# ---- cruise_control_ctrl ----
**config.mk**
```make
export PLATFORM = sky130hd
export DESIGN_NAME = cruise_control_ctrl
export DESIGN_NICKNAME = d
export VERILOG_FILES = /design/src/rtl/cruise_control_ctrl.sv
export SDC_FILE = /design/constraint.sdc
export NUM_CORES = 1
export LEC_CHECK = 0
export CORE_ASPECT_RATIO = 0.6
export CORE_MARGIN = 3
export CORE_UTILIZATION = 38
export DETAILED_ROUTE_END_ITERATION = 10
export HOLD_SLACK_MARGIN = 0.1
export PLACE_DENSITY_LB_ADDON = 0.2
export SLEW_MARGIN = 20
export SYNTH_ARGS = -nofsm -noshare
export SYNTH_HDL_FRONTEND = slang
export SYNTH_SLANG_ARGS = --single-unit
export TNS_END_PERCENT = 50
```
**constraint.sdc**
```tcl
create_clock -name clk -period 6.92 [get_ports clk]
set_input_delay 1.384 -clock clk [delete_from_list [all_inputs] [get_ports clk]]
set_output_delay 1.384 -clock clk [all_outputs]
set_load 0.05 [all_outputs]
```
**src/rtl/cruise_control_ctrl.sv**
```systemverilog
// cruise_control_ctrl: parametrised cruise-control FSM with tick prescaler, edge-detected buttons and resume memory
// Ports: clk, reset (async, active-high); throttle/brake pedal levels; set/resume/cancel/accel/coast buttons;
// current_speed, cruise_set_speed, cruise_active, current_state, last_state, last_set_speed registered outputs.
module cruise_control_ctrl #(
  parameter int SPEED_W       = 8,
  parameter int MIN_SET_SPEED = 40,
  parameter int MAX_SPEED     = 200,
  parameter int ACCEL_STEP    = 2,
  parameter int COAST_STEP    = 1,
  parameter int BRAKE_STEP    = 2,
  parameter int UPDATE_DIV    = 1
) (
  input  logic               clk,
  input  logic               reset,
  input  logic               throttle,
  input  logic               brake,
  input  logic               set,
  input  logic               resume,
  input  logic               cancel,
  input  logic               accel,
  input  logic               coast,
  output logic [SPEED_W-1:0] current_speed,
  output logic [SPEED_W-1:0] cruise_set_speed,
  output logic               cruise_active,
  output logic [2:0]         current_state,
  output logic [2:0]         last_state,
  output logic [SPEED_W-1:0] last_set_speed
);
  typedef enum logic [2:0] {
    IDLE      = 3'd0,
    MAN_ACCEL = 3'd1,
    MAN_COAST = 3'd2,
    CRUISE    = 3'd3,
    BRAKE     = 3'd4,
    CANCELLED = 3'd5
  } state_t;
  localparam int CW  = UPDATE_DIV > 1 ? $clog2(UPDATE_DIV) : 1;
  localparam int SW1 = SPEED_W + 1;
  localparam logic [CW-1:0]      CNT_MAX = CW'(UPDATE_DIV - 1);
  localparam logic [SPEED_W-1:0] MIN_V   = SPEED_W'(MIN_SET_SPEED);
  localparam logic [SPEED_W-1:0] MAX_V   = SPEED_W'(MAX_SPEED);
  localparam logic [SPEED_W-1:0] CST_V   = SPEED_W'(COAST_STEP);
  localparam logic [SPEED_W-1:0] BRK_V   = SPEED_W'(BRAKE_STEP);
  localparam logic [SW1-1:0]     ACC_V   = SW1'(ACCEL_STEP);
  state_t             state_q, state_d;
  logic [2:0]         last_state_q;
  logic [SPEED_W-1:0] speed_q, speed_d, set_q, set_d, last_set_q, last_set_d, tgt;
  logic               active_q, active_d;
  logic [CW-1:0]      cnt_q, cnt_d;
  logic [4:0]         btn, btn_q, pend, pend_q, pend_d;
  logic               tick, can_set, can_resume;
  logic [SW1-1:0]     up;
  logic [SPEED_W-1:0] speed_acc, speed_cst, speed_brk, speed_trk, set_clamp, set_adj;
  // button order: {coast, accel, cancel, resume, set}
  assign btn  = {coast, accel, cancel, resume, set};
  assign tick = cnt_q == CNT_MAX;
  // an edge arriving on the tick cycle itself is consumed by that tick
  assign pend   = pend_q | (btn & ~btn_q);
  assign pend_d = tick ? '0 : pend;
  assign cnt_d  = tick ? '0 : cnt_q + 1'b1;
  // one spare bit on the add so the ceiling compare cannot wrap
  assign up        = {1'b0, speed_q} + ACC_V;
  assign speed_acc = up > SW1'(MAX_SPEED) ? MAX_V : up[SPEED_W-1:0];
  assign speed_cst = speed_q > CST_V ? speed_q - CST_V : '0;
  assign speed_brk = speed_q > BRK_V ? speed_q - BRK_V : '0;
  assign speed_trk = speed_q < set_q ? speed_q + 1'b1 : speed_q > set_q ? speed_q - 1'b1 : speed_q;
  assign set_clamp = speed_q > MAX_V ? MAX_V : speed_q;
  // simultaneous accel and coast cancel each other out
  assign set_adj = pend[3] == pend[4] ? set_q :
                   pend[3] ? (set_q >= MAX_V ? MAX_V : set_q + 1'b1) :
                   (set_q <= MIN_V ? MIN_V : set_q - 1'b1);
  assign can_set    = speed_q >= MIN_V;
  assign can_resume = pend[1] && can_set && last_set_q != '0;
  always_comb begin
    state_d = IDLE;
    speed_d = speed_q;
    tgt     = last_set_q;
    case (state_q)
      IDLE: state_d = throttle ? MAN_ACCEL : IDLE;
      MAN_ACCEL: begin
        state_d = pend[0] && can_set ? CRUISE : throttle ? MAN_ACCEL : MAN_COAST;
        speed_d = throttle ? speed_acc : speed_q;
        tgt     = set_clamp;
      end
      MAN_COAST: begin
        state_d = throttle ? MAN_ACCEL : pend[0] && can_set ? CRUISE : speed_q == '0 ? IDLE : MAN_COAST;
        speed_d = speed_cst;
        tgt     = set_clamp;
      end
      CRUISE: begin
        state_d = brake ? BRAKE : pend[2] ? CANCELLED : CRUISE;
        speed_d = throttle ? speed_acc : speed_trk;
        tgt     = set_adj;
      end
      BRAKE: begin
        state_d = speed_q == '0 ? IDLE : !brake && can_resume ? CRUISE : BRAKE;
        speed_d = speed_brk;
      end
      CANCELLED: begin
        state_d = speed_q == '0 ? IDLE : can_resume ? CRUISE : CANCELLED;
        speed_d = throttle ? speed_q : speed_cst;
      end
      default: state_d = IDLE;
    endcase
  end
  assign set_d      = state_d == CRUISE ? tgt : '0;
  assign last_set_d = state_d == CRUISE ? tgt : state_d == IDLE ? '0 : last_set_q;
  assign active_d   = state_d == CRUISE;
  always_ff @(posedge clk or posedge reset) begin
    if (reset) begin
      cnt_q        <= '0;
      btn_q        <= '0;
      pend_q       <= '0;
      state_q      <= IDLE;
      last_state_q <= '0;
      speed_q      <= '0;
      set_q        <= '0;
      last_set_q   <= '0;
      active_q     <= 1'b0;
    end else begin
      cnt_q  <= cnt_d;
      btn_q  <= btn;
      pend_q <= pend_d;
      if (tick) begin
        state_q      <= state_d;
        last_state_q <= state_q;
        speed_q      <= speed_d;
        set_q        <= set_d;
        last_set_q   <= last_set_d;
        active_q     <= active_d;
      end
    end
  end
  assign current_speed    = speed_q;
  assign cruise_set_speed = set_q;
  assign cruise_active    = active_q;
  assign current_state    = state_q;
  assign last_state       = last_state_q;
  assign last_set_speed   = last_set_q;
endmodule
```
# ---- updown_counter_n ----
$ cat config.mk
export PLATFORM = sky130hd
export DESIGN_NAME = updown_counter_n
export DESIGN_NICKNAME = d
export VERILOG_FILES = /design/src/rtl/updown_counter_n.sv
export SDC_FILE = /design/constraint.sdc
export NUM_CORES = 1
export LEC_CHECK = 0
export CELL_PAD_IN_SITES_DETAIL_PLACEMENT = 1
export CELL_PAD_IN_SITES_GLOBAL_PLACEMENT = 2
export CORE_MARGIN = 4
export CORE_UTILIZATION = 26
export DETAILED_ROUTE_END_ITERATION = 7
export HOLD_SLACK_MARGIN = 0.1
export PLACE_DENSITY = 0.8
export SYNTH_ARGS = -nofsm -noshare
export SYNTH_HDL_FRONTEND = slang
export SYNTH_SLANG_ARGS = --single-unit
$ cat constraint.sdc
create_clock -name Clock -period 2.69 [get_ports Clock]
set_input_delay 0.4035 -clock Clock [delete_from_list [all_inputs] [get_ports Clock]]
set_output_delay 0.4035 -clock Clock [all_outputs]
set_load 0.1 [all_outputs]
$ cat src/rtl/updown_counter_n.sv
// WIDTH-bit up/down counter with programmable modulus, wrap or saturate,
// synchronous load, registered carry pulse and sticky overflow.
module updown_counter_n #(
    parameter int          WIDTH     = 8,
    parameter int unsigned MAX_COUNT = 255,
    parameter bit          SATURATE  = 1'b0
) (
    input  logic             Clock,
    input  logic             Reset,
    input  logic             Enable,
    input  logic             Load,
    input  logic             Up,
    input  logic             ClearOvf,
    input  logic [WIDTH-1:0] Data,
    output logic [WIDTH-1:0] Count,
    output logic             TC,
    output logic             Carry,
    output logic             Overflow
);

    localparam logic [WIDTH-1:0] MAX = WIDTH'(MAX_COUNT);
    localparam logic [WIDTH-1:0] ONE = WIDTH'(1);

    logic             at_top;
    logic             at_zero;
    logic [WIDTH-1:0] load_val;
    logic [WIDTH-1:0] step_val;

    always_comb begin
        at_top   = (Count == MAX);
        at_zero  = (Count == '0);
        TC       = Up ? at_top : at_zero;
        // Loads above the modulus clamp to the top of the range
        load_val = (Data > MAX) ? MAX : Data;
        step_val = Count;
        if (Up) begin
            if (!at_top)
                step_val = Count + ONE;
            else if (!SATURATE)
                step_val = '0;
        end else begin
            if (!at_zero)
                step_val = Count - ONE;
            else if (!SATURATE)
                step_val = MAX;
        end
    end

    always_ff @(posedge Clock) begin
        if (Reset) begin
            Count    <= '0;
            Carry    <= 1'b0;
            Overflow <= 1'b0;
        end else begin
            Carry <= 1'b0;
            if (ClearOvf)
                Overflow <= 1'b0;
            if (Load) begin
                Count <= load_val;
            end else if (Enable) begin
                Count <= step_val;
                // Boundary set overrides a same-edge clear
                if (TC) begin
                    Carry    <= 1'b1;
                    Overflow <= 1'b1;
                end
            end
        end
    end

endmodule

==> updown_counter_n/metal_stack.png <==
Scale bar: 20 um. Only two layers are drawn.
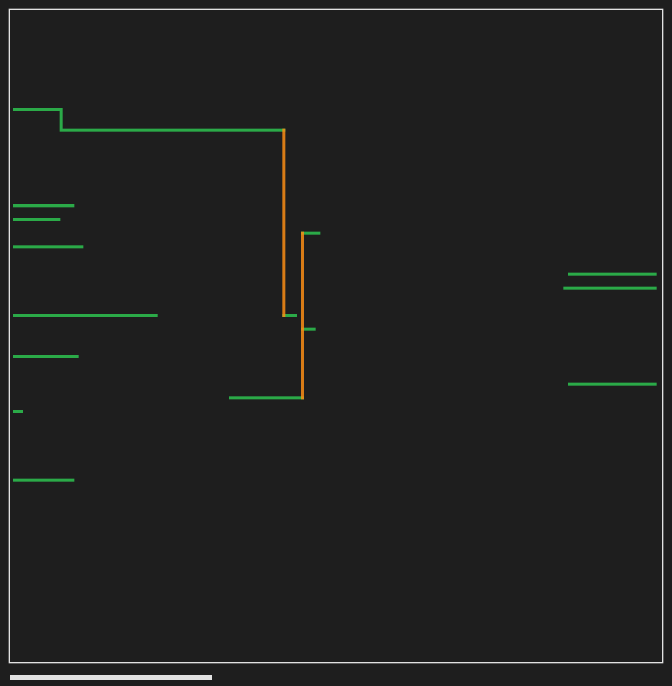
legend:
  met3:
    color: green
    wire_length: 109 um
  met4:
    color: orange
    wire_length: 34.7 um
routed len/inst: 15.33 um
DR vias: 962
final WL: 2.821 mm
Global Route Usage Sum: 14.23%

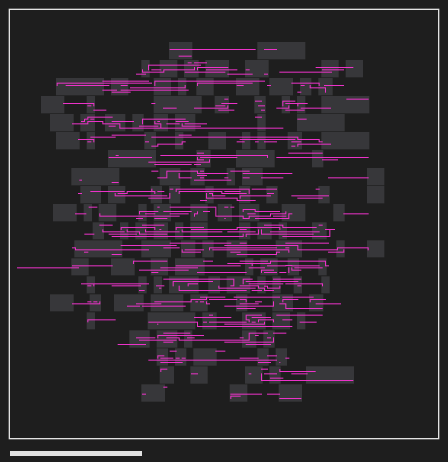
(updown_counter_n/met1.png)
Scale bar: 20 um.
longest straight run: 24.6 um
wire length on this layer: 1290 um
met1 Usage GRT: 17.12%

==> changes_impl.md, updown_counter_n <==
### Changed

* Status: complete, no violations
* Xor+xnor area frac at roughly 3.2%
* Hold path cells at 2
* Initial drt markers at 39
* Fin crit period at around 2.4 ns
* Post-DRT Antenna Nets at 0
* GP Congestion at 0.8519
* Setup Viol. Count Final at 0
* Top cells excl fill/tap: buf_4, nor2_1, clkdlybuf4s50_1
* Slew @ Worst Pin at 0.4837 ns
* RSZ-0062 raised after global routing: false
* VDD IR-drop max at 181.2 uV
* Psw at ~0.24 mW
* Tool warnings at 28
* Clkbuf count at 4
* Fill cell count at a little under 400
* CTS tree: built
* Dominant kind of combinational cell: simple AND/OR/NAND/NOR gates
* Worst Skew at 0.0005822 ns
* Clk power at 0.145 mW
* Combinational gates at 92
* Number of global-route vias before repair at around 1000
* Clock buf/inv share at 3.180%
* Reg2Reg Launch Point: Count[3]$_SDFFE_PP0P_
* I/O Buffers at 24
* Logic share of the area at 50.11%
* Buf/Inv on CP at 1
* R2R Setup Slk at 0.80 ns
* Hpwl dp at 2.121 mm
* Antenna violations before repair at 0
* Comb pwr share at a little over 40%
* Post-synthesis instance total at ~120
* Wire length on met3 at 109 um
* Hold slack at 0.4825 ns
* Final hold violations at 0
* Met2 WL at roughly 1.4 mm
* DRC viols at 0
* Clock network power share at 25.7%
* Setup Buffers After CTS at 0
* Total iterations of the first detailed-routing run at 4
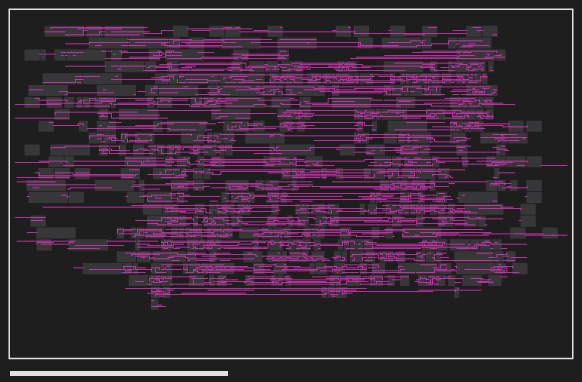
(cruise_control_ctrl/met1.png)
Scale bar: 50 um.
share of all routed wire: 52%
nets with wire on the layer: 426
main direction: horizontal

==> changes_impl.md, cruise_control_ctrl <==
### Changed

* Clock buf/inv share at approximately 3.6%
* Psw at 1.110 mW
* Yosys aoi share at 32.99%
* Status: complete, no violations
* Crit path max-delay cell type: xnor2_1
* Max Used Layer: met4
* Clk latency of the worst-skew pair at 0.28 ns
* Comb pwr share at 64.6%
* Non-filler cells, final at 549
* Final hold violations at 0
* CP startpoint kind: input port
* Post-synthesis instance total at between 400 and 500
* Pre-Place Util at 39.71%
* Post-route setup TNS at 0 ns
* Number of global-route vias before repair at roughly 3.2k
* Die height at 79.66 um
* R2R Setup Slk at 3.68 ns
* CTS Buffer Depth at 2
* RSZ-0062 raised after global routing: false
* Largest net degree at the start of global routing at 37
* Synth area leader: dfrtp_1
* Clkbuf count at 5
* Syn Nets at 441
* Antenna violations before repair at 0
* CP max FO at 12
* Logic area at 2338 sq um
* Hold slack at 0.5490 ns
* Tool warnings at 36
* Top cells by count: dfrtp_1, nand2_1, a21oi_1, nor2_1, inv_1
* Fin util at 46.27%
* Fa+ha+maj area frac at approximately 7.6%
* WP data required at 7.15 ns
* Syn-to-layout area delta at 16.53%
* DRC viols at 0
* Clock root cell: clkbuf_16
* Post-synth EDFFs at 0
* # IOs at 40
* Post-Syn Area at 3436 sq um
* DR vias at between 3k and 4k
* Overall die width at about 130 um

==> notes/layouts.md <==
Pictures saved along the way, in no particular order.

Layout detail.
(a)
Scale bar: 5 um. Region (38, 38) to (58, 58) um. Cells in gray, sequential cells in the stronger gray; small squares are vias.
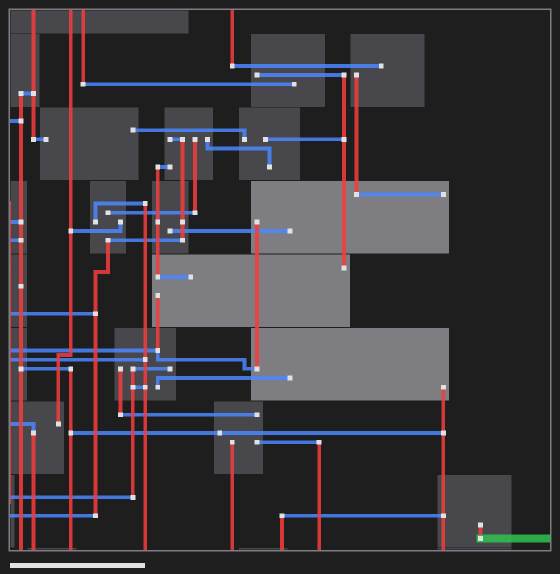
(b)
Scale bar: 5 um. Region (87, 50) to (107, 70) um. Cells in gray, sequential cells in the stronger gray; small squares are vias.
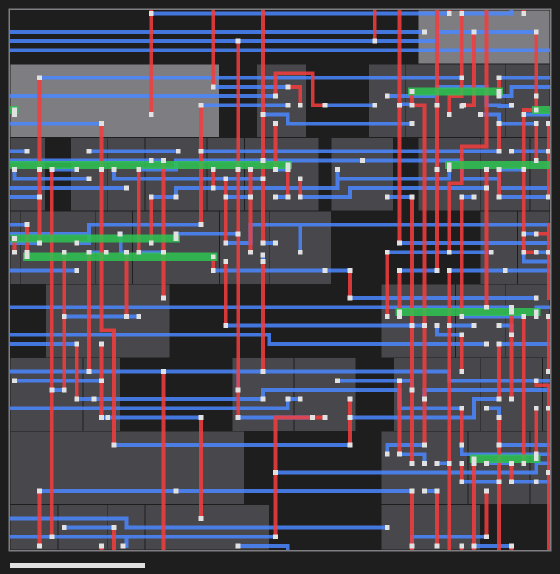
- cruise_control_ctrl = (b)
- updown_counter_n = (a)
Of these, largest die: (b)

Key to (a):
legend:
  met3:
    color: green
  met2:
    color: red
  met1:
    color: blue
sequential cells in the window: 3
cells with their middle in the window: 13
most frequent: dfxtp_1 (3), buf_4 (3)



==> gallery <==
Congestion heat map.
image #1
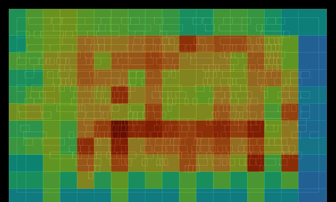
image #2
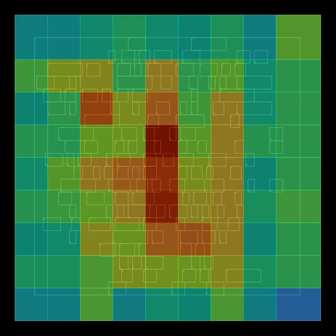
Of these, highest track usage: image #1
- updown_counter_n = image #2
- cruise_control_ctrl = image #1

Power figures rest on the tool's default switching activity, not on a simulated workload.
